=== morse_tx_param ===
Fig. 1: morse_tx_param, floorplan with the power grid
Pins as bars on the die edge. Tap cells in grey.
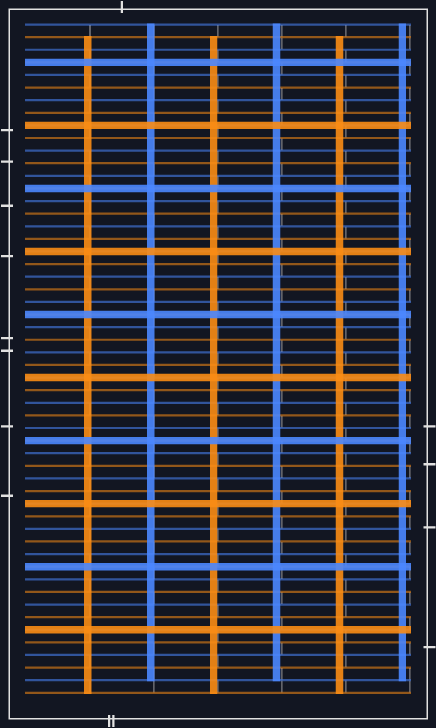

$ cat config.mk
export PLATFORM = sky130hd
export DESIGN_NAME = morse_tx_param
export DESIGN_NICKNAME = d
export VERILOG_FILES = /design/src/rtl/morse_pkg.sv /design/src/rtl/morse_lut.sv /design/src/rtl/morse_tx_param.sv
export SDC_FILE = /design/constraint.sdc
export NUM_CORES = 1
export LEC_CHECK = 0
export CORE_ASPECT_RATIO = 1.75
export CORE_MARGIN = 3
export CORE_UTILIZATION = 30
export CTS_CLUSTER_SIZE = 28
export DETAILED_ROUTE_END_ITERATION = 16
export GPL_TIMING_DRIVEN = 0
export PLACE_DENSITY_LB_ADDON = 0.12
export RECOVER_POWER = 50
export SLEW_MARGIN = 20
export SYNTH_ARGS = -nofsm -noshare
export SYNTH_HDL_FRONTEND = slang
export SYNTH_SLANG_ARGS = --single-unit
export TNS_END_PERCENT = 1
$ cat constraint.sdc
create_clock -name i_clk -period 3.27 [get_ports i_clk]
set_input_delay 0.654 -clock i_clk [delete_from_list [all_inputs] [get_ports i_clk]]
set_output_delay 0.654 -clock i_clk [all_outputs]
set_load 0.01 [all_outputs]
$ cat src/rtl/morse_pkg.sv
// rtl/morse_pkg.sv - shared Morse types, element limits and table entry helper
package morse_pkg;

  localparam int MAX_ELEMS = 5;

  typedef enum logic [2:0] {
    IDLE,
    LOAD,
    MARK,
    ELEM_GAP,
    CHAR_GAP,
    WORD_GAP
  } morse_state_t;

  typedef enum logic [1:0] {
    SYMBOL,
    SPACE,
    INVALID
  } morse_kind_t;

  // pattern is left-aligned: bit MAX_ELEMS-1 is the first element, 1 = dash
  typedef struct packed {
    logic [2:0]           len;
    logic [MAX_ELEMS-1:0] pattern;
    morse_kind_t          kind;
  } morse_code_t;

  function automatic morse_code_t sym(input logic [2:0] len, input logic [MAX_ELEMS-1:0] pat);
    morse_code_t c;
    c.len     = len;
    c.pattern = pat;
    c.kind    = SYMBOL;
    return c;
  endfunction

endpackage

$ cat src/rtl/morse_lut.sv
// rtl/morse_lut.sv - combinational ASCII to Morse code lookup
module morse_lut
  import morse_pkg::*;
(
  input  logic [7:0]  ascii_i,
  output morse_code_t code_o
);

  logic [7:0] up;

  // fold lowercase onto uppercase, then look up the element pattern
  always_comb begin
    up = ascii_i;
    if (ascii_i >= 8'h61 && ascii_i <= 8'h7a) up = ascii_i - 8'h20;
    code_o.len     = 3'd0;
    code_o.pattern = '0;
    code_o.kind    = INVALID;
    case (up)
      8'h20: code_o.kind = SPACE;
      "A": code_o = sym(3'd2, 5'b01000);
      "B": code_o = sym(3'd4, 5'b10000);
      "C": code_o = sym(3'd4, 5'b10100);
      "D": code_o = sym(3'd3, 5'b10000);
      "E": code_o = sym(3'd1, 5'b00000);
      "F": code_o = sym(3'd4, 5'b00100);
      "G": code_o = sym(3'd3, 5'b11000);
      "H": code_o = sym(3'd4, 5'b00000);
      "I": code_o = sym(3'd2, 5'b00000);
      "J": code_o = sym(3'd4, 5'b01110);
      "K": code_o = sym(3'd3, 5'b10100);
      "L": code_o = sym(3'd4, 5'b01000);
      "M": code_o = sym(3'd2, 5'b11000);
      "N": code_o = sym(3'd2, 5'b10000);
      "O": code_o = sym(3'd3, 5'b11100);
      "P": code_o = sym(3'd4, 5'b01100);
      "Q": code_o = sym(3'd4, 5'b11010);
      "R": code_o = sym(3'd3, 5'b01000);
      "S": code_o = sym(3'd3, 5'b00000);
      "T": code_o = sym(3'd1, 5'b10000);
      "U": code_o = sym(3'd3, 5'b00100);
      "V": code_o = sym(3'd4, 5'b00010);
      "W": code_o = sym(3'd3, 5'b01100);
      "X": code_o = sym(3'd4, 5'b10010);
      "Y": code_o = sym(3'd4, 5'b10110);
      "Z": code_o = sym(3'd4, 5'b11000);
      "0": code_o = sym(3'd5, 5'b11111);
      "1": code_o = sym(3'd5, 5'b01111);
      "2": code_o = sym(3'd5, 5'b00111);
      "3": code_o = sym(3'd5, 5'b00011);
      "4": code_o = sym(3'd5, 5'b00001);
      "5": code_o = sym(3'd5, 5'b00000);
      "6": code_o = sym(3'd5, 5'b10000);
      "7": code_o = sym(3'd5, 5'b11000);
      "8": code_o = sym(3'd5, 5'b11100);
      "9": code_o = sym(3'd5, 5'b11110);
      default: ;
    endcase
  end

endmodule

$ cat src/rtl/morse_tx_param.sv
// rtl/morse_tx_param.sv - buffered, parametrised Morse keyer with handshake input
module morse_tx_param
  import morse_pkg::*;
#(
  parameter int UNIT_CYCLES    = 4,
  parameter int DASH_UNITS     = 3,
  parameter int CHAR_GAP_UNITS = 3,
  parameter int WORD_GAP_UNITS = 7,
  parameter int FIFO_DEPTH     = 4
) (
  input  logic       i_clk,
  input  logic       i_rst,
  input  logic [7:0] i_data,
  input  logic       i_valid,
  output logic       o_ready,
  output logic       o_data_morse,
  output logic       o_busy,
  output logic       o_err
);

  localparam int AW       = $clog2(FIFO_DEPTH);
  localparam int CW       = (UNIT_CYCLES > 1) ? $clog2(UNIT_CYCLES) : 1;
  localparam int WG_UNITS = WORD_GAP_UNITS - CHAR_GAP_UNITS;
  localparam int MAXU     = (DASH_UNITS > WORD_GAP_UNITS) ? DASH_UNITS : WORD_GAP_UNITS;
  localparam int UW       = (MAXU > 1) ? $clog2(MAXU) : 1;

  localparam logic [CW-1:0] CYC_LAST = CW'(UNIT_CYCLES - 1);
  localparam logic [AW:0]   FULL_CNT = (AW+1)'(FIFO_DEPTH);

  // character buffer
  logic [7:0]    mem_q [FIFO_DEPTH];
  logic [AW-1:0] wr_ptr_q, rd_ptr_q;
  logic [AW:0]   count_q;
  logic          push, pop, fifo_empty;

  // keyer state
  morse_state_t         state_q, state_d;
  logic [CW-1:0]        cyc_q;
  logic [UW-1:0]        units_q;
  logic [UW-1:0]        tgt_last;
  logic                 tmr_done;
  logic [2:0]           len_q;
  logic [MAX_ELEMS-1:0] pat_q;
  logic [2:0]           idx_q;
  logic                 last_elem;
  logic                 err_q;
  morse_code_t          code;

  assign fifo_empty = (count_q == '0);
  assign push       = i_valid && (count_q != FULL_CNT);
  assign pop        = (state_q == LOAD);

  morse_lut u_lut (
    .ascii_i (mem_q[rd_ptr_q]),
    .code_o  (code)
  );

  // buffer storage, written on each accepted handshake
  always_ff @(posedge i_clk) begin
    if (push) mem_q[wr_ptr_q] <= i_data;
  end

  // buffer pointers and occupancy
  always_ff @(posedge i_clk or negedge i_rst) begin
    if (!i_rst) begin
      wr_ptr_q <= '0;
      rd_ptr_q <= '0;
      count_q  <= '0;
    end else begin
      if (push) wr_ptr_q <= wr_ptr_q + AW'(1);
      if (pop)  rd_ptr_q <= rd_ptr_q + AW'(1);
      case ({push, pop})
        2'b10:   count_q <= count_q + (AW+1)'(1);
        2'b01:   count_q <= count_q - (AW+1)'(1);
        default: ;
      endcase
    end
  end

  // last unit index of the timed interval for the current state
  always_comb begin
    tgt_last = '0;
    case (state_q)
      MARK:     tgt_last = pat_q[MAX_ELEMS-1] ? UW'(DASH_UNITS - 1) : '0;
      CHAR_GAP: tgt_last = UW'(CHAR_GAP_UNITS - 1);
      WORD_GAP: tgt_last = UW'(WG_UNITS - 1);
      default:  tgt_last = '0;
    endcase
  end

  assign tmr_done  = (cyc_q == CYC_LAST) && (units_q == tgt_last);
  assign last_elem = (idx_q == len_q - 3'd1);

  // state register
  always_ff @(posedge i_clk or negedge i_rst) begin
    if (!i_rst) state_q <= IDLE;
    else        state_q <= state_d;
  end

  // next-state logic
  always_comb begin
    state_d = state_q;
    case (state_q)
      IDLE: if (!fifo_empty) state_d = LOAD;
      LOAD: begin
        case (code.kind)
          SYMBOL:  state_d = MARK;
          SPACE:   state_d = WORD_GAP;
          default: state_d = IDLE;
        endcase
      end
      MARK:     if (tmr_done) state_d = last_elem ? CHAR_GAP : ELEM_GAP;
      ELEM_GAP: if (tmr_done) state_d = MARK;
      CHAR_GAP: if (tmr_done) state_d = IDLE;
      WORD_GAP: if (tmr_done) state_d = IDLE;
      default:  state_d = IDLE;
    endcase
  end

  // outputs
  always_comb begin
    o_data_morse = (state_q == MARK);
    o_busy       = !fifo_empty || (state_q != IDLE);
    o_ready      = (count_q != FULL_CNT);
    o_err        = err_q;
  end

  // cycle/unit timer, restarted on every state entry and saturating at its terminal count
  always_ff @(posedge i_clk or negedge i_rst) begin
    if (!i_rst) begin
      cyc_q   <= '0;
      units_q <= '0;
    end else if (state_d != state_q) begin
      cyc_q   <= '0;
      units_q <= '0;
    end else if (state_q inside {MARK, ELEM_GAP, CHAR_GAP, WORD_GAP}) begin
      if (cyc_q == CYC_LAST) begin
        cyc_q <= '0;
        if (units_q != tgt_last) units_q <= units_q + UW'(1);
      end else begin
        cyc_q <= cyc_q + CW'(1);
      end
    end
  end

  // character latch, element walk and error pulse
  always_ff @(posedge i_clk or negedge i_rst) begin
    if (!i_rst) begin
      len_q <= '0;
      pat_q <= '0;
      idx_q <= '0;
      err_q <= 1'b0;
    end else begin
      err_q <= (state_q == LOAD) && (code.kind == INVALID);
      if (state_q == LOAD) begin
        len_q <= code.len;
        pat_q <= code.pattern;
        idx_q <= '0;
      end else if (state_q == MARK && tmr_done) begin
        idx_q <= idx_q + 3'd1;
        pat_q <= {pat_q[MAX_ELEMS-2:0], 1'b0};
      end
    end
  end

endmodule

=== ffo96_iter ===
<file path="src/rtl/ffo96_iter.sv">
// Iterates over the set bits of a 96-bit vector, emitting one bit index per accepted
// handshake, highest bit first (or lowest first when LSB_FIRST=1).
module ffo96_iter #(
    parameter bit LSB_FIRST = 1'b0
) (
    input  logic        clk,
    input  logic        rst,
    input  logic        ld,
    input  logic [95:0] i,
    input  logic        rdy,
    output logic        vld,
    output logic [6:0]  o,
    output logic        busy,
    output logic        done,
    output logic [6:0]  cnt
);

    typedef enum logic [1:0] {
        IDLE = 2'd0,
        SCAN = 2'd1,
        DONE = 2'd2
    } state_t;

    state_t      state_q, state_d;
    logic [95:0] mask_q, mask_d;
    logic [6:0]  cnt_q, cnt_d;
    logic [6:0]  sel_idx;

    // Priority encoder over the registered mask; the last match in loop order wins.
    always_comb begin
        sel_idx = 7'd0;
        if (LSB_FIRST) begin
            for (int k = 95; k >= 0; k--) begin
                if (mask_q[k]) sel_idx = k[6:0];
            end
        end else begin
            for (int k = 0; k < 96; k++) begin
                if (mask_q[k]) sel_idx = k[6:0];
            end
        end
    end

    always_ff @(posedge clk) begin
        if (rst) begin
            state_q <= IDLE;
            mask_q  <= '0;
            cnt_q   <= '0;
        end else begin
            state_q <= state_d;
            mask_q  <= mask_d;
            cnt_q   <= cnt_d;
        end
    end

    always_comb begin
        state_d = state_q;
        mask_d  = mask_q;
        cnt_d   = cnt_q;
        unique case (state_q)
            IDLE: begin
                if (ld) begin
                    mask_d  = i;
                    cnt_d   = 7'd0;
                    state_d = (i != '0) ? SCAN : DONE;
                end
            end
            SCAN: begin
                if (rdy) begin
                    mask_d = mask_q & ~(96'd1 << sel_idx);
                    cnt_d  = cnt_q + 7'd1;
                    if (mask_d == '0) state_d = DONE;
                end
            end
            DONE: begin
                state_d = IDLE;
            end
            default: begin
                state_d = IDLE;
            end
        endcase
    end

    // Outputs are forced to their idle values while reset is held.
    always_comb begin
        vld  = 1'b0;
        o    = 7'd127;
        busy = 1'b0;
        done = 1'b0;
        cnt  = cnt_q;
        if (!rst) begin
            unique case (state_q)
                SCAN: begin
                    vld  = 1'b1;
                    o    = sel_idx;
                    busy = 1'b1;
                end
                DONE: begin
                    busy = 1'b1;
                    done = 1'b1;
                end
                default: begin
                    vld = 1'b0;
                end
            endcase
        end
    end

endmodule

</file>
<file path="config.mk">
export PLATFORM = sky130hd
export DESIGN_NAME = ffo96_iter
export DESIGN_NICKNAME = d
export VERILOG_FILES = /design/src/rtl/ffo96_iter.sv
export SDC_FILE = /design/constraint.sdc
export NUM_CORES = 1
export LEC_CHECK = 0
export CAP_MARGIN = 0
export CORE_ASPECT_RATIO = 0.8
export CORE_MARGIN = 4
export CORE_UTILIZATION = 49
export DETAILED_ROUTE_END_ITERATION = 7
export PLACE_DENSITY = 0.82
export SYNTH_ARGS = -nofsm -noshare
export SYNTH_HDL_FRONTEND = slang
export SYNTH_SLANG_ARGS = --single-unit
</file>
<file path="constraint.sdc">
create_clock -name clk -period 3.3 [get_ports clk]
set_input_delay 0.33 -clock clk [delete_from_list [all_inputs] [get_ports clk]]
set_output_delay 0.33 -clock clk [all_outputs]
set_load 0.05 [all_outputs]
</file>
=== axibram_read_router ===
## config.mk

```make
export PLATFORM = sky130hd
export DESIGN_NAME = axibram_read_router
export DESIGN_NICKNAME = d
export VERILOG_FILES = /design/src/rtl/axibram_read_router.sv
export SDC_FILE = /design/constraint.sdc
export NUM_CORES = 1
export LEC_CHECK = 0
export ABC_AREA = 1
export ABC_CLOCK_PERIOD_IN_PS = 2350
export CAP_MARGIN = 40
export CORE_AREA = 2 2 85 87
export CTS_CLUSTER_DIAMETER = 40
export DETAILED_ROUTE_END_ITERATION = 8
export DIE_AREA = 0 0 87 89
export DONT_BUFFER_PORTS = 1
export GPL_TIMING_DRIVEN = 1
export HOLD_SLACK_MARGIN = 0.02
export PLACE_DENSITY = 0.61
export SLEW_MARGIN = 20
export SYNTH_ARGS = -nofsm -noshare
export SYNTH_HDL_FRONTEND = slang
export SYNTH_SLANG_ARGS = --single-unit
```

## constraint.sdc

```tcl
create_clock -name aclk -period 2.35 [get_ports aclk]
set_input_delay 0.3525 -clock aclk [delete_from_list [all_inputs] [get_ports aclk]]
set_output_delay 0.3525 -clock aclk [all_outputs]
set_load 0.02 [all_outputs]
```

## src/rtl/axibram_read_router.sv

```systemverilog
// -----------------------------------------------------------------------------
// axibram_read_router
//
// Purpose:
//   Sits between an AXI read channel built around a single BRAM-style read
//   port and up to 2^DEV_BITS slave devices. The top DEV_BITS bits of the
//   burst start address select the target device for the whole burst.
//   Read enables are steered to that device. Output-register enables are
//   steered to the device that issued each beat. Read data is muxed back from
//   that device.
//
//   Missing devices (dev_en=0) and devices that stall longer than the timeout
//   limit are "substituted". They get no enables. Their beats return ERR_DATA
//   and dev_ready is forced high so that the read channel can drain the burst.
//
// Ports:
//   aclk, rst        clock and synchronous active-high reset
//   pre_araddr/len   burst start address and length-1, valid with start_burst
//   start_burst      one-cycle burst start strobe
//   dev_ready        ready returned to the read channel
//   bram_ren/regen   read enable and output-register enable from the channel
//   bram_raddr       read address from the channel
//   bram_rdata       routed read data (zero added latency after regen)
//   dev_en           device-present mask
//   dev_ready_in     per-device ready
//   dev_raddr        low address bits shared by all devices
//   dev_ren/regen    per-device read / register enables
//   dev_rdata        per-device data, device i at [32i+31:32i]
//   sel              device index of the current burst
//   timeout_err      sticky timeout flag, cleared by clr_err
//   timeout_dev      device that caused the first timeout
// -----------------------------------------------------------------------------
module axibram_read_router #(
  parameter int          ADDRESS_BITS = 10,
  parameter int          DEV_BITS     = 2,
  parameter int          TIMEOUT_BITS = 8,
  parameter logic [31:0] ERR_DATA     = 32'hdeadbeef
) (
  input  logic                               aclk,
  input  logic                               rst,
  input  logic [ADDRESS_BITS-1:0]            pre_araddr,
  input  logic [3:0]                         pre_arlen,
  input  logic                               start_burst,
  output logic                               dev_ready,
  input  logic                               bram_ren,
  input  logic                               bram_regen,
  input  logic [ADDRESS_BITS-1:0]            bram_raddr,
  output logic [31:0]                        bram_rdata,
  input  logic [(1<<DEV_BITS)-1:0]           dev_en,
  input  logic [(1<<DEV_BITS)-1:0]           dev_ready_in,
  output logic [ADDRESS_BITS-DEV_BITS-1:0]   dev_raddr,
  output logic [(1<<DEV_BITS)-1:0]           dev_ren,
  output logic [(1<<DEV_BITS)-1:0]           dev_regen,
  input  logic [32*(1<<DEV_BITS)-1:0]        dev_rdata,
  output logic [DEV_BITS-1:0]                sel,
  output logic                               timeout_err,
  output logic [DEV_BITS-1:0]                timeout_dev,
  input  logic                               clr_err
);

  localparam int NDEV     = 1 << DEV_BITS;
  localparam int LOW_BITS = ADDRESS_BITS - DEV_BITS;

  localparam logic [1:0] ST_IDLE  = 2'd0;
  localparam logic [1:0] ST_BURST = 2'd1;
  localparam logic [1:0] ST_TMO   = 2'd2;

  localparam logic [TIMEOUT_BITS-1:0] WAIT_MAX  = {TIMEOUT_BITS{1'b1}};
  localparam logic [TIMEOUT_BITS-1:0] WAIT_ZERO = {TIMEOUT_BITS{1'b0}};
  localparam logic [TIMEOUT_BITS-1:0] WAIT_ONE  = {{(TIMEOUT_BITS-1){1'b0}}, 1'b1};

  // Burst tracking state
  logic [1:0]              state_q, state_d;
  logic [DEV_BITS-1:0]     sel_q, sel_d;
  logic [4:0]              remaining_q, remaining_d;
  logic [TIMEOUT_BITS-1:0] wait_q, wait_d;

  // Read-data return pipeline: ren stage (_r2) then regen stage (_o)
  logic [DEV_BITS-1:0]     sel_r2_q;
  logic                    sub_r2_q;
  logic [DEV_BITS-1:0]     sel_o_q;
  logic                    sub_o_q;

  // Sticky error capture
  logic                    timeout_err_q, timeout_err_d;
  logic [DEV_BITS-1:0]     timeout_dev_q, timeout_dev_d;

  // Decoded conditions
  logic                    sel_en_s;
  logic                    sel_rdy_s;
  logic                    in_burst_s;
  logic                    active_s;
  logic                    last_beat_s;
  logic                    stall_s;
  logic                    tmo_fire_s;
  logic [31:0]             rdata_arr_s [NDEV];
  logic                    unused_s;

  // The device-select address bits and the low bits of the start address are
  // not used past decode.
  assign unused_s = ^{bram_raddr[ADDRESS_BITS-1:LOW_BITS], pre_araddr[LOW_BITS-1:0]};

  assign sel_en_s    = dev_en[sel_q];
  assign sel_rdy_s   = dev_ready_in[sel_q];
  assign in_burst_s  = (state_q == ST_BURST);
  assign active_s    = (state_q == ST_BURST) || (state_q == ST_TMO);
  // The final beat retires the burst. "<= 1" also covers a zero count, which
  // cannot occur in an active state.
  assign last_beat_s = active_s && bram_ren && (remaining_q <= 5'd1);
  // Only a present device that is holding ready low counts toward the timeout.
  assign stall_s     = in_burst_s && sel_en_s && !sel_rdy_s;
  assign tmo_fire_s  = in_burst_s && (wait_q == WAIT_MAX);

  for (genvar g = 0; g < NDEV; g++) begin : g_slice
    assign rdata_arr_s[g] = dev_rdata[32*g +: 32];
  end

  // Next-state logic for FSM, device select and beat counter
  always_comb begin
    state_d     = state_q;
    sel_d       = sel_q;
    remaining_d = remaining_q;
    if (start_burst) begin
      // A new burst always reloads. A coincident final beat is still routed
      // with the old select, because the outputs decode the registered sel_q.
      state_d     = ST_BURST;
      sel_d       = pre_araddr[ADDRESS_BITS-1 -: DEV_BITS];
      remaining_d = {1'b0, pre_arlen} + 5'd1;
    end else begin
      if (active_s && bram_ren && (remaining_q != 5'd0)) begin
        remaining_d = remaining_q - 5'd1;
      end else begin
        remaining_d = remaining_q;
      end
      case (state_q)
        ST_IDLE: begin
          state_d = ST_IDLE;
        end
        ST_BURST: begin
          if (last_beat_s) begin
            state_d = ST_IDLE;
          end else if (tmo_fire_s) begin
            state_d = ST_TMO;
          end else begin
            state_d = ST_BURST;
          end
        end
        ST_TMO: begin
          if (last_beat_s) begin
            state_d = ST_IDLE;
          end else begin
            state_d = ST_TMO;
          end
        end
        default: begin
          // Recover from an unreachable encoding.
          state_d = ST_IDLE;
        end
      endcase
    end
  end

  // Ready-wait counter: counts stalled BURST cycles and saturates at the limit
  always_comb begin
    wait_d = wait_q;
    if (start_burst) begin
      wait_d = WAIT_ZERO;
    end else if (stall_s) begin
      if (wait_q == WAIT_MAX) begin
        wait_d = WAIT_MAX;
      end else begin
        wait_d = wait_q + WAIT_ONE;
      end
    end else begin
      wait_d = WAIT_ZERO;
    end
  end

  // Sticky timeout flag. A timeout in the same cycle as clr_err wins.
  always_comb begin
    timeout_err_d = timeout_err_q;
    timeout_dev_d = timeout_dev_q;
    if (tmo_fire_s && (!timeout_err_q || clr_err)) begin
      timeout_err_d = 1'b1;
      timeout_dev_d = sel_q;
    end else if (clr_err) begin
      timeout_err_d = 1'b0;
    end else begin
      timeout_err_d = timeout_err_q;
    end
  end

  // Control and error state registers
  always_ff @(posedge aclk) begin
    if (rst) begin
      state_q       <= ST_IDLE;
      sel_q         <= {DEV_BITS{1'b0}};
      remaining_q   <= 5'd0;
      wait_q        <= WAIT_ZERO;
      timeout_err_q <= 1'b0;
      timeout_dev_q <= {DEV_BITS{1'b0}};
    end else begin
      state_q       <= state_d;
      sel_q         <= sel_d;
      remaining_q   <= remaining_d;
      wait_q        <= wait_d;
      timeout_err_q <= timeout_err_d;
      timeout_dev_q <= timeout_dev_d;
    end
  end

  // Return-path pipeline. It follows the BRAM read (ren) and output-register
  // (regen) stages, so each beat's data is muxed from the device that issued
  // the beat.
  always_ff @(posedge aclk) begin
    if (rst) begin
      sel_r2_q <= {DEV_BITS{1'b0}};
      sub_r2_q <= 1'b0;
      sel_o_q  <= {DEV_BITS{1'b0}};
      sub_o_q  <= 1'b0;
    end else begin
      if (bram_ren) begin
        sel_r2_q <= sel_q;
        sub_r2_q <= (state_q == ST_TMO) || !sel_en_s;
      end
      if (bram_regen) begin
        sel_o_q <= sel_r2_q;
        sub_o_q <= sub_r2_q;
      end
    end
  end

  // Ready back to the read channel. It is forced high whenever the beat will
  // be substituted.
  always_comb begin
    dev_ready = 1'b1;
    case (state_q)
      ST_IDLE:  dev_ready = 1'b1;
      ST_BURST: dev_ready = !sel_en_s || sel_rdy_s;
      ST_TMO:   dev_ready = 1'b1;
      default:  dev_ready = 1'b1;
    endcase
  end

  // Read-enable steering, only to a present device during a live burst
  always_comb begin
    dev_ren = {NDEV{1'b0}};
    if (bram_ren && in_burst_s && sel_en_s) begin
      dev_ren[sel_q] = 1'b1;
    end else begin
      dev_ren = {NDEV{1'b0}};
    end
  end

  // Register-enable steering to the device that issued the pending beat
  always_comb begin
    dev_regen = {NDEV{1'b0}};
    if (bram_regen && !sub_r2_q) begin
      dev_regen[sel_r2_q] = 1'b1;
    end else begin
      dev_regen = {NDEV{1'b0}};
    end
  end

  // Data return mux
  always_comb begin
    bram_rdata = rdata_arr_s[sel_o_q];
    if (sub_o_q) begin
      bram_rdata = ERR_DATA;
    end else begin
      bram_rdata = rdata_arr_s[sel_o_q];
    end
  end

  assign dev_raddr   = bram_raddr[LOW_BITS-1:0];
  assign sel         = sel_q;
  assign timeout_err = timeout_err_q;
  assign timeout_dev = timeout_dev_q;

endmodule

```

=== pipe_skid_reg ===
==> src/rtl/pipe_skid_reg.sv <==
// Inter-stage pipeline register with a valid/ready handshake, stall back-pressure
// and a synchronous flush. An optional second (skid) entry lets in_ready come
// straight from a flop. Callers pack all stage fields into one payload bus.
// Flush and reset both leave a bubble carrying FLUSH_VAL.
//
// state    | meaning
// ---------+------------------------------------------------------------
// ST_EMPTY | no beat held; out_valid=0, main holds FLUSH_VAL
// ST_ONE   | one beat held in main, presented on out_data
// ST_FULL  | two beats held: oldest in main, newest in skid (SKID=1 only)
module pipe_skid_reg #(
  parameter int unsigned    DW        = 32,
  parameter logic [DW-1:0]  FLUSH_VAL = '0,
  parameter bit             SKID      = 1'b1
) (
  input  logic          clk,
  input  logic          rst,
  input  logic          flush,
  input  logic          in_valid,
  output logic          in_ready,
  input  logic [DW-1:0] in_data,
  output logic          out_valid,
  input  logic          out_ready,
  output logic [DW-1:0] out_data,
  output logic [1:0]    occupancy
);

  // The state encoding is the occupancy count, so occupancy needs no decoder.
  typedef enum logic [1:0] {
    ST_EMPTY = 2'd0,
    ST_ONE   = 2'd1,
    ST_FULL  = 2'd2
  } state_t;

  state_t        state_q;
  state_t        state_d;
  logic [DW-1:0] main_q;
  logic [DW-1:0] main_d;
  logic [DW-1:0] skid_q;
  logic [DW-1:0] skid_d;
  logic          rdy_en_q;
  logic          in_fire;
  logic          out_fire;

  assign in_fire  = in_valid & in_ready;
  assign out_fire = out_valid & out_ready;

  // Holds in_ready low during reset and until the first edge after release.
  always_ff @(posedge clk or negedge rst) begin
    if (!rst) rdy_en_q <= 1'b0;
    else      rdy_en_q <= 1'b1;
  end

  // State register.
  always_ff @(posedge clk or negedge rst) begin
    if (!rst) state_q <= ST_EMPTY;
    else      state_q <= state_d;
  end

  // Main payload register; it is what the downstream stage sees.
  always_ff @(posedge clk or negedge rst) begin
    if (!rst) main_q <= FLUSH_VAL;
    else      main_q <= main_d;
  end

  // The skid entry only exists in the two-entry configuration.
  generate
    if (SKID) begin : g_skid
      // Skid payload register.
      always_ff @(posedge clk or negedge rst) begin
        if (!rst) skid_q <= FLUSH_VAL;
        else      skid_q <= skid_d;
      end
    end else begin : g_no_skid
      assign skid_q = FLUSH_VAL;
    end
  endgenerate

  // Next-state and payload selection; flush overrides every handshake.
  always_comb begin
    state_d = state_q;
    main_d  = main_q;
    skid_d  = skid_q;
    case (state_q)
      ST_EMPTY: begin
        if (in_fire) begin
          state_d = ST_ONE;
          main_d  = in_data;
        end
      end
      ST_ONE: begin
        if (in_fire && out_fire) begin
          main_d = in_data;
        end else if (in_fire) begin
          // Without a skid entry in_ready already implies out_fire here,
          // so this branch is only reachable with SKID=1.
          if (SKID) begin
            state_d = ST_FULL;
            skid_d  = in_data;
          end
        end else if (out_fire) begin
          state_d = ST_EMPTY;
          main_d  = FLUSH_VAL;
        end
      end
      ST_FULL: begin
        if (out_fire) begin
          state_d = ST_ONE;
          main_d  = skid_q;
          skid_d  = FLUSH_VAL;
        end
      end
      default: begin
        state_d = ST_EMPTY;
        main_d  = FLUSH_VAL;
        skid_d  = FLUSH_VAL;
      end
    endcase
    if (flush) begin
      state_d = ST_EMPTY;
      main_d  = FLUSH_VAL;
      skid_d  = FLUSH_VAL;
    end
  end

  // Outputs. With a skid entry in_ready depends on flops only. Without one it
  // also looks at out_ready, so a full stage can be refilled in the cycle it drains.
  always_comb begin
    out_valid = (state_q != ST_EMPTY);
    out_data  = main_q;
    occupancy = state_q;
    if (SKID) in_ready = rdy_en_q & (state_q != ST_FULL);
    else      in_ready = rdy_en_q & (~out_valid | out_ready);
  end

endmodule
==> config.mk <==
export PLATFORM = sky130hd
export DESIGN_NAME = pipe_skid_reg
export DESIGN_NICKNAME = d
export VERILOG_FILES = /design/src/rtl/pipe_skid_reg.sv
export SDC_FILE = /design/constraint.sdc
export NUM_CORES = 1
export LEC_CHECK = 0
export CAP_MARGIN = 20
export CORE_AREA = 3 3 139 108
export CTS_BUF_LIST = sky130_fd_sc_hd__clkbuf_2 sky130_fd_sc_hd__clkbuf_4 sky130_fd_sc_hd__clkbuf_8
export DETAILED_ROUTE_END_ITERATION = 10
export DIE_AREA = 0 0 142 111
export GPL_ROUTABILITY_DRIVEN = 0
export PLACE_DENSITY = 0.42
export SYNTH_ARGS = -nofsm -noshare
export SYNTH_HDL_FRONTEND = slang
export SYNTH_SLANG_ARGS = --single-unit
==> constraint.sdc <==
create_clock -name clk -period 1.6 [get_ports clk]
set_clock_uncertainty 0.2 [all_clocks]
set_input_delay 0.48 -clock clk [delete_from_list [all_inputs] [get_ports clk]]
set_output_delay 0.48 -clock clk [all_outputs]
set_load 0.05 [all_outputs]
Fig. 2: morse_tx_param, cells coloured by class
The bar under the picture is 20 um long. Fill, decap, tap and diode cells in grey.
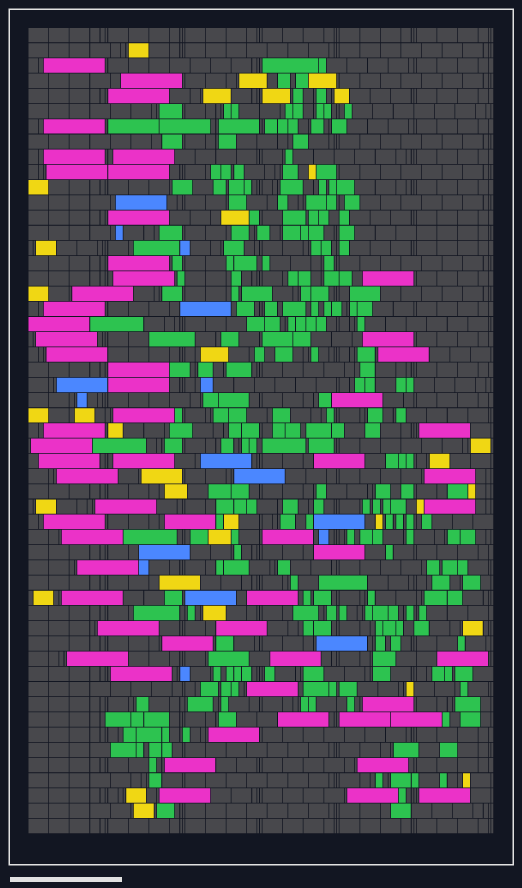
- yellow: remaining buffers and delay cells (cells 33; share of their area 8.0%)
- magenta: registers (cells 59; share of their area 39%)
- green: remaining logic cells (cells 258; share of their area 46%)
- blue: clock drivers and dummy loads (cells 16; share of their area 6.3%)
row count: 53
core region area: 12000 um2
Final Util: 0.3631

Fig. 3: morse_tx_param, cell outlines without signal wires
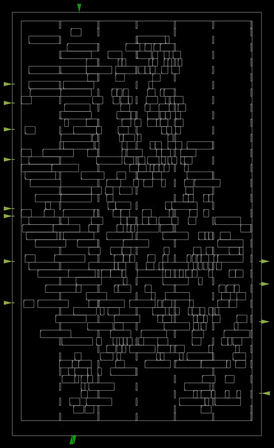
Well Taps: 165
Seq area share: 0.3755
Layout fillers: 1237
Flops: 59

Notes on Fig. 1 above:
- orange: VSS
- blue: VDD
- signal pins: 15
- met4 straps: 6
- rows: 53
die height: 152.7 um
worst-case vdd ir drop: 0.3478 mV
Die W: 89.85 um

==> metrics.cfg, morse_tx_param <==
[clock_tree]
cts_root_buf = clkbuf_16
clk_pin_slew_worst_paths_ns = 0.05
cts_setup_buffers = 0
cts_hold_buf = 0
ctsResizeCount = 0
cts_tree = done

[placement]
place_hpwl_um = 7046
gp_congestion = 0.8473
port_buffers = 14

[critical_path]
cp_num_buf_inv = 2
cp_top_family = AND-OR/OR-AND gates
critical_path_class = flop to flop
worst_r2r_endpoint = len_q[0]$_DFFE_PN0P_
cp_cell_sequence = buf_6, buf_12, mux4_4, or4_1, o2bb2ai_1, o22ai_1, a31o_2, o31ai_4, a22oi_1
ff2ff_setup_slack_ns = 0.13

[sta]
drv_slew = 0
min_period_ns = 3.136
finalSetupTns_ns = 0
rsz0062_at_grt = no

[finish]
fin_cells = 531
drive_gt1_frac = 0.1831
mostFrequentLayoutCells = edfxtp_1, nand2_1, nor2_1, dfrtp_1, o21ai_0
design_area_um2 = 4358
antenna_cells = 0

[route]
post_drt_wl_per_cell_um = 17.27
drt-pass1-iter-count = 4
ant_nets = 0

[die]
die_area_um2 = 13720
num_io_pins = 15

[outcome]
status = complete, no violations

[job]
warnings = 29
max_cap_violations = 0

[logic_synthesis]
aoi_share = 0.1915
yosysWarnings = 0
yosys.area.top_type_share = 0.2603
avgSynthCellArea_um2 = 11.08
post-synth-top-area-cell = edfxtp_1
most_common_cell = edfxtp_1

[global_routing]
gr-usage-met2 = 0.2719
met3_usage = 0.02174

[power]
power.density_nw_per_um2 = 1015

[min_path]
hold_path.class = flop to flop

==> morse_tx_param: layout make-up <==
class	instances	area [um2]	share of cell area
buffer	16	162.7	0.03732
clock inverter	6	31.28	0.007178
clock buffer	10	229.0	0.05254
inverter	19	71.32	0.01637
tap	165	206.4	0.04737
sequential	59	1637	0.3755
multi-input combinational	239	1852	0.4249
timing repair buffer	17	168.9	0.03876
==> morse_tx_param: power breakdown <==
| part | switching, mW | total, mW | leakage, nW | internal, mW |
|---|---|---|---|---|
| Combinational | 1.44 | 2.49 | 0.872 | 1.05 |
| Clock | 0.335 | 0.840 | 0.136 | 0.505 |
| Sequential | 0.100 | 1.10 | 0.639 | 0.996 |
| Total | 1.87 | 4.42 | 1.65 | 2.55 |
==> morse_tx_param: worst register-to-register path: cells and delay by family, from the launching register on <==
family	cells	cell delay (ns)
and+or+nand+nor	1	0.56
buffers and inverters	2	0.23
muxes	1	0.72
DFF	1	0.33
AOI/OAI and AO/OA	5	1.15
==> morse_tx_param: per-layer routing <==
metal  vias up  wire length, um
li1       1309                -
met4         0              384
met1      1366             3409
met2        44             5206
met3        22              168
met5         -                0
Fig. 4: pipe_skid_reg, cells coloured by class
The bar under the picture is 50 um long. Fill, decap, tap and diode cells in grey.
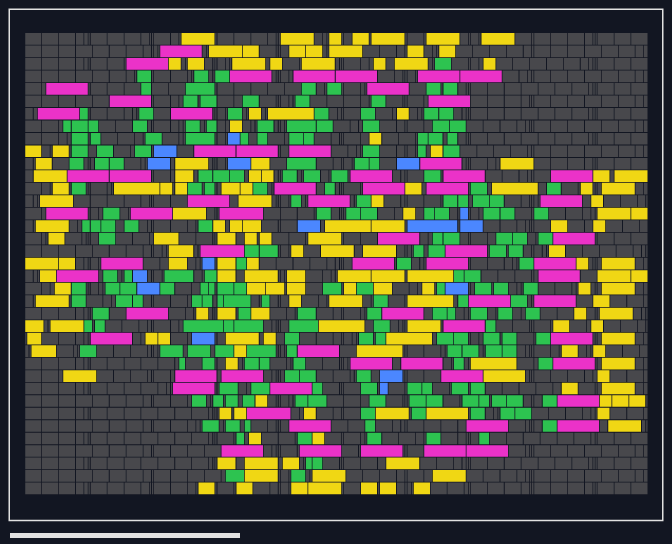
- blue: clock drivers and dummy loads (cells 16; share of their area 3.3%)
- yellow: remaining buffers and delay cells (cells 165; share of their area 37%)
- green: remaining logic cells (cells 223; share of their area 32%)
- magenta: registers (cells 67; share of their area 27%)

==> metrics.cfg, pipe_skid_reg <==
[clock_tree]
cts_setup_buffers = 43
numCtsBuffers = 9
cts_hold_buf = 1
ctsResizeCount = 100
cts_tree = done
h-tree-depth = 3

[finish]
flop-count = 67
nNetsFinal = 503
nNonClkBuffers = 165
final_common_cell = dfrtp_1
buffer_area_frac = 0.3568
fin_cells = 646

[logic_synthesis]
syn-cell-area_um2 = 3406
ys_types = 31
syn_nets = 356
ys.flops = 67
edf_count = 0
ys_seq_share = 0.4923
ys_area_um2 = 3406

[die]
fp-row-count = 37
die_width_um = 142
die_area_um2 = 15760
fp-utilization = 0.2494

[sta]
setup_viol = 100
final-hold-violation-count = 0
layout_setup_ws_ns = -0.3927
drv_slew = 0

[route]
vias = 3108
first_iter_violations = 192
drc = 0
topRoutingLayerUsed = met4

[outcome]
status = finished with violations
failed_checks = negative setup slack

[critical_path]
reg2regPathDepth = 8
cp_common_cell = buf_12
cpPeakStageDelay_ns = 0.43

[power]
pg_seq_mw = 1.83
power_mw = 4.707

[global_routing]
grt_antenna_before_repair = 0
busiest_layer = met2

[placement]
placed_cells = 570

[pipe_skid_reg: logic make-up (layout without fill, tap and decap cells)]
group	count (synthesis)	in the layout	share of synthesized area
flops	67	67	0.4923
mux	32	32	0.09552
compound gates	103	103	0.2234
buf+inv	30	181	0.04482
other cells	1	1	0.001101
simple gates	86	87	0.1429
[pipe_skid_reg: cell usage after synthesis, types with 6 or more instances]
library cell,count,share of area
dfrtp_1,67,0.49
nand2b_1,33,0.061
nand3_1,33,0.048
a22o_1,28,0.072
mux2i_1,28,0.082
o2bb2ai_1,28,0.072
o21ai_0,24,0.035
buf_2,14,0.021
o21ai_1,12,0.018
clkbuf_1,9,0.0099
nand2_1,6,0.0066
[pipe_skid_reg: per-stage QoR]
stage	util	area (um2)	hold slack [ns]	setup slack, ns
after detailed placement	0.3624	4950	0.1773	-0.7033
after global routing	0.4637	6332	0.3375	-0.4314
final	0.4637	6332	0.3344	-0.3927
after floorplan	-	3507	-0.01559	-0.3368
after global placement	0.3624	4950	0.1766	-0.7127
after CTS	0.4532	6190	0.3365	-0.4109
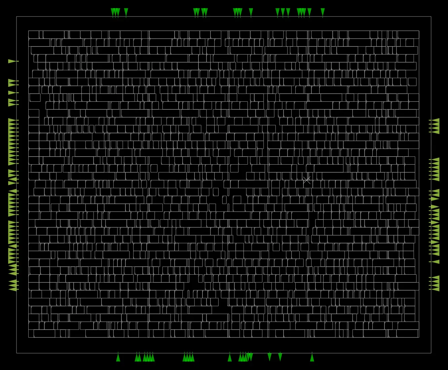
Fig. 5. Cell outlines without signal wires (ffo96_iter).
Finished Layout Cells: 1625
Well Taps: 184
Final Util: 0.8243
row count: 39
Seq area share: 0.1798

==> metrics.cfg, ffo96_iter <==
[global_routing]
met3_usage = 0.1641
grt_max_degree = 71
gr-usage-met2 = 0.6521

[die]
core-area_um2 = 14350

[sta]
layout_setup_ws_ns = -0.3839
max_clock_freq_mhz = 271.4
drv_slew = 0
min_period_ns = 3.684
rsz0062_at_grt = yes
setup_viol = 4
finalSetupTns_ns = -0.7757

[critical_path]
cp_cell_sequence = buf_4, o311ai_1, nand3_1, a311oi_2, o31a_1, o32ai_4, buf_6, buf_4, buf_4, o21ai_1, o21ai_1, nor4_2, buf_4, and3_1, a31o_4, mux2i_1
critPathMaxFanout = 5
cp_num_buf_inv = 5
reg2regPathDepth = 16
crit_slowest_cell = a311oi_2
r2r_start = mask_q[4]$_SDFFE_PP0P_
cpPeakStageDelay_ns = 0.40
crit_path_end = state_q[0]$_SDFFE_PP0P_

[clock_tree]
cts.sinks = 105
cts_hold_buf = 0
numCtsBuffers = 9

[logic_synthesis]
edf_count = 0
syn_nets = 1150
ys_seq_share = 0.2918
area_leaders = dfxtp_1, o21ai_0, nor2_1
syn-instance-count = 1046

[outcome]
status = finished with violations
failed_checks = design-rule violations, negative setup slack

[route]
wl_met2_um = 15810
drc = 1

[finish]
mostFrequentLayoutCells = buf_4, nand2_1, nor2_1, o21ai_0, clkdlybuf4s50_1
nNonClkBuffers = 442
final-seq-area_um2 = 2126

[job]
max_cap_violations = 0

[min_path]
hold_path.class = flop to flop

[ffo96_iter: logic make-up after synthesis]
| logic type | after synthesis | synth area share |
|---|---|---|
| AND-OR/OR-AND | 395 | 0.3486 |
| XOR/XNOR | 5 | 0.006078 |
| adder cells (fa/ha/maj) | 4 | 0.006947 |
| buffers and inverters | 84 | 0.04498 |
| flip-flops | 105 | 0.2918 |
| multiplexers | 1 | 0.001389 |
| AND/OR/NAND/NOR | 452 | 0.3003 |
[ffo96_iter: stage by stage]
step,power (mW),hold slack (ns),area [um2],cells
after floorplan,7.056,0.4585,7237,1046
after detailed placement,13.10,0.5120,10690,1586
after global routing,17.21,0.5464,11820,1624
after global placement,13.02,0.4914,10690,1586
final,16.72,0.5283,11830,1625
after CTS,14.65,0.5240,11210,1607
[ffo96_iter: power breakdown]
part	total (mW)	internal (mW)	leakage, nW	switching (mW)
Combinational	13.6	5.71	3.71	7.86
Clock	1.10	0.534	0.147	0.563
Sequential	2.05	1.66	0.868	0.392
Total	16.7	7.90	4.72	8.82
[ffo96_iter: sequential cells by signal, summed over array words and instances (netlist names)]
signal   cells
mask_q      96
state_q      2
cnt          7
Fig. 6: axibram_read_router, metal 2
The bar under the picture is 20 um long.
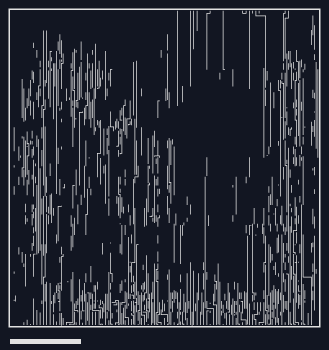
- longest straight run: 40.1 um
- nets with wire on the layer: 480
- wire length on this layer: 3640 um

==> metrics.cfg, axibram_read_router <==
[clock_tree]
insertion_delay_ns = 0.28
h-tree-depth = 1

[finish]
areaGrowthSynthToFinish_pct = 12.63
final-comb-area_um2 = 1647
fin_cells = 510

[global_routing]
grt_pass1_wl_um = 12880

[route]
wl_met2_um = 3640
met1Wirelength_um = 3561
wl_um = 8583

[power]
p_leak_nw = 1.147

[logic_synthesis]
ys_sh_adder = 0.03537
mux_area_frac = 0

[outcome]
status = complete, no violations

[critical_path]
crit_path_end_kind = primary output

[sta]
slew_headroom = 0.5012

[axibram_read_router: stage by stage]
stage / util / hold slack, ns
after CTS: 0.4147 / 0.1342
after detailed placement: 0.4041 / 0.4322
after global placement: 0.4041 / 0.4289
final: 0.4151 / 0.1387
after global routing: 0.4147 / 0.1309
after floorplan: - / 0.4216
[axibram_read_router: registers in the layout (all words and copies together) (netlist names)]
register	count
sel_r2_q	2
timeout_err	1
timeout_dev	2
sel_o_q	2
sub_r2_q	1
state_q	2
sub_o_q	1
sel	2
remaining_q	5
wait_q	8
[axibram_read_router: per-layer routing]
metal | vias to the layer above | GRT usage
met2 | 163 | 0.3393
met3 | 22 | 0.1080
met1 | 1274 | 0.2464
li1 | 1441 | -
met5 | - | 0
met4 | 6 | 0.07670
[axibram_read_router: power by group through the flow]
stage               Sequential (mW)  Clock, mW  Combinational, mW
finish                        0.482      0.373              0.556
global route                  0.484      0.398              0.611
CTS                           0.482      0.382              0.557
detailed placement            0.492          0              0.555
global placement              0.491          0              0.544
floorplan                     0.485          0              0.409


==> notes/layouts.md <==
Pictures saved along the way, in no particular order.

Metal 2.
(a)
The bar under the picture is 20 um long.
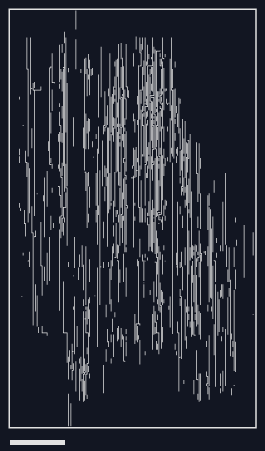
(b)
The bar under the picture is 50 um long.
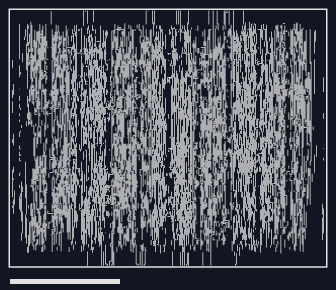
(c)
The bar under the picture is 50 um long.
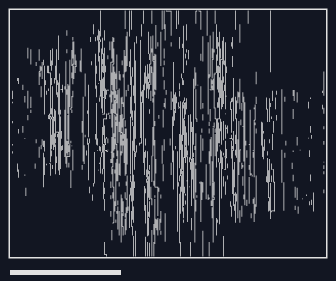
(c) -> pipe_skid_reg
(a) -> morse_tx_param
(b) -> ffo96_iter

Key to (b):
- main direction: vertical
- nets with wire on the layer: 1346
- wire length on this layer: 15800 um


==> screenshots <==
Clock distribution.
panel A
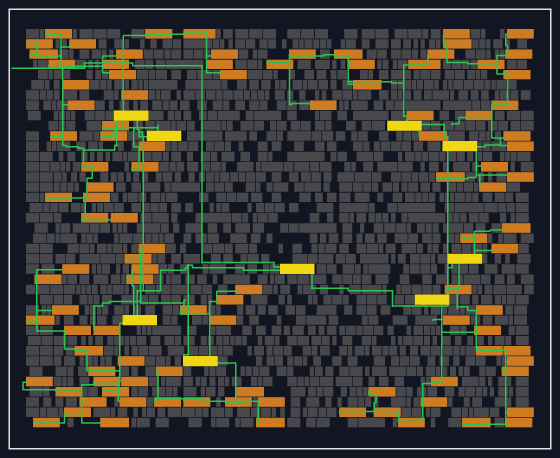
panel B
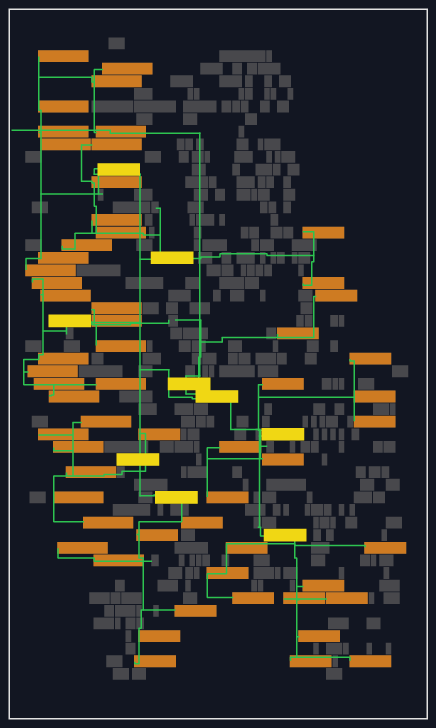
panel C
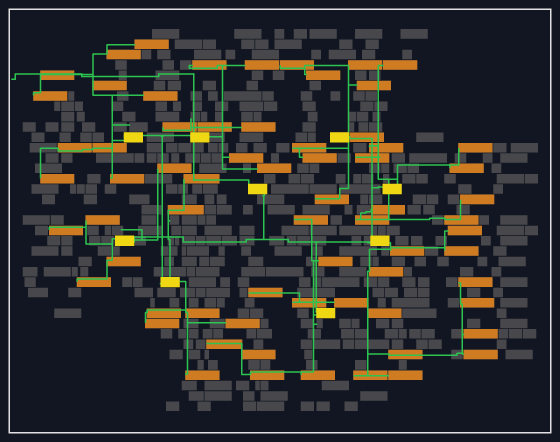
panel D
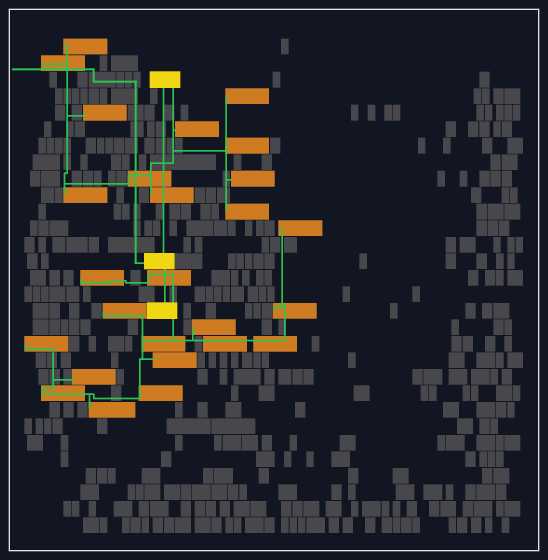
| from | picture |
|---|---|
| pipe_skid_reg | panel C |
| axibram_read_router | panel D |
| morse_tx_param | panel B |
| ffo96_iter | panel A |
- fewest sequential cells: panel D
- most sequential cells: panel A

Key to panel B:
- orange: flip-flops (count 59)
- yellow: clock-net drivers (count 9)
- green: clock wires (length 982 um)
- flops lie: widely spread
- routed clock nets: 10

Power and IR drop assume default switching activity.
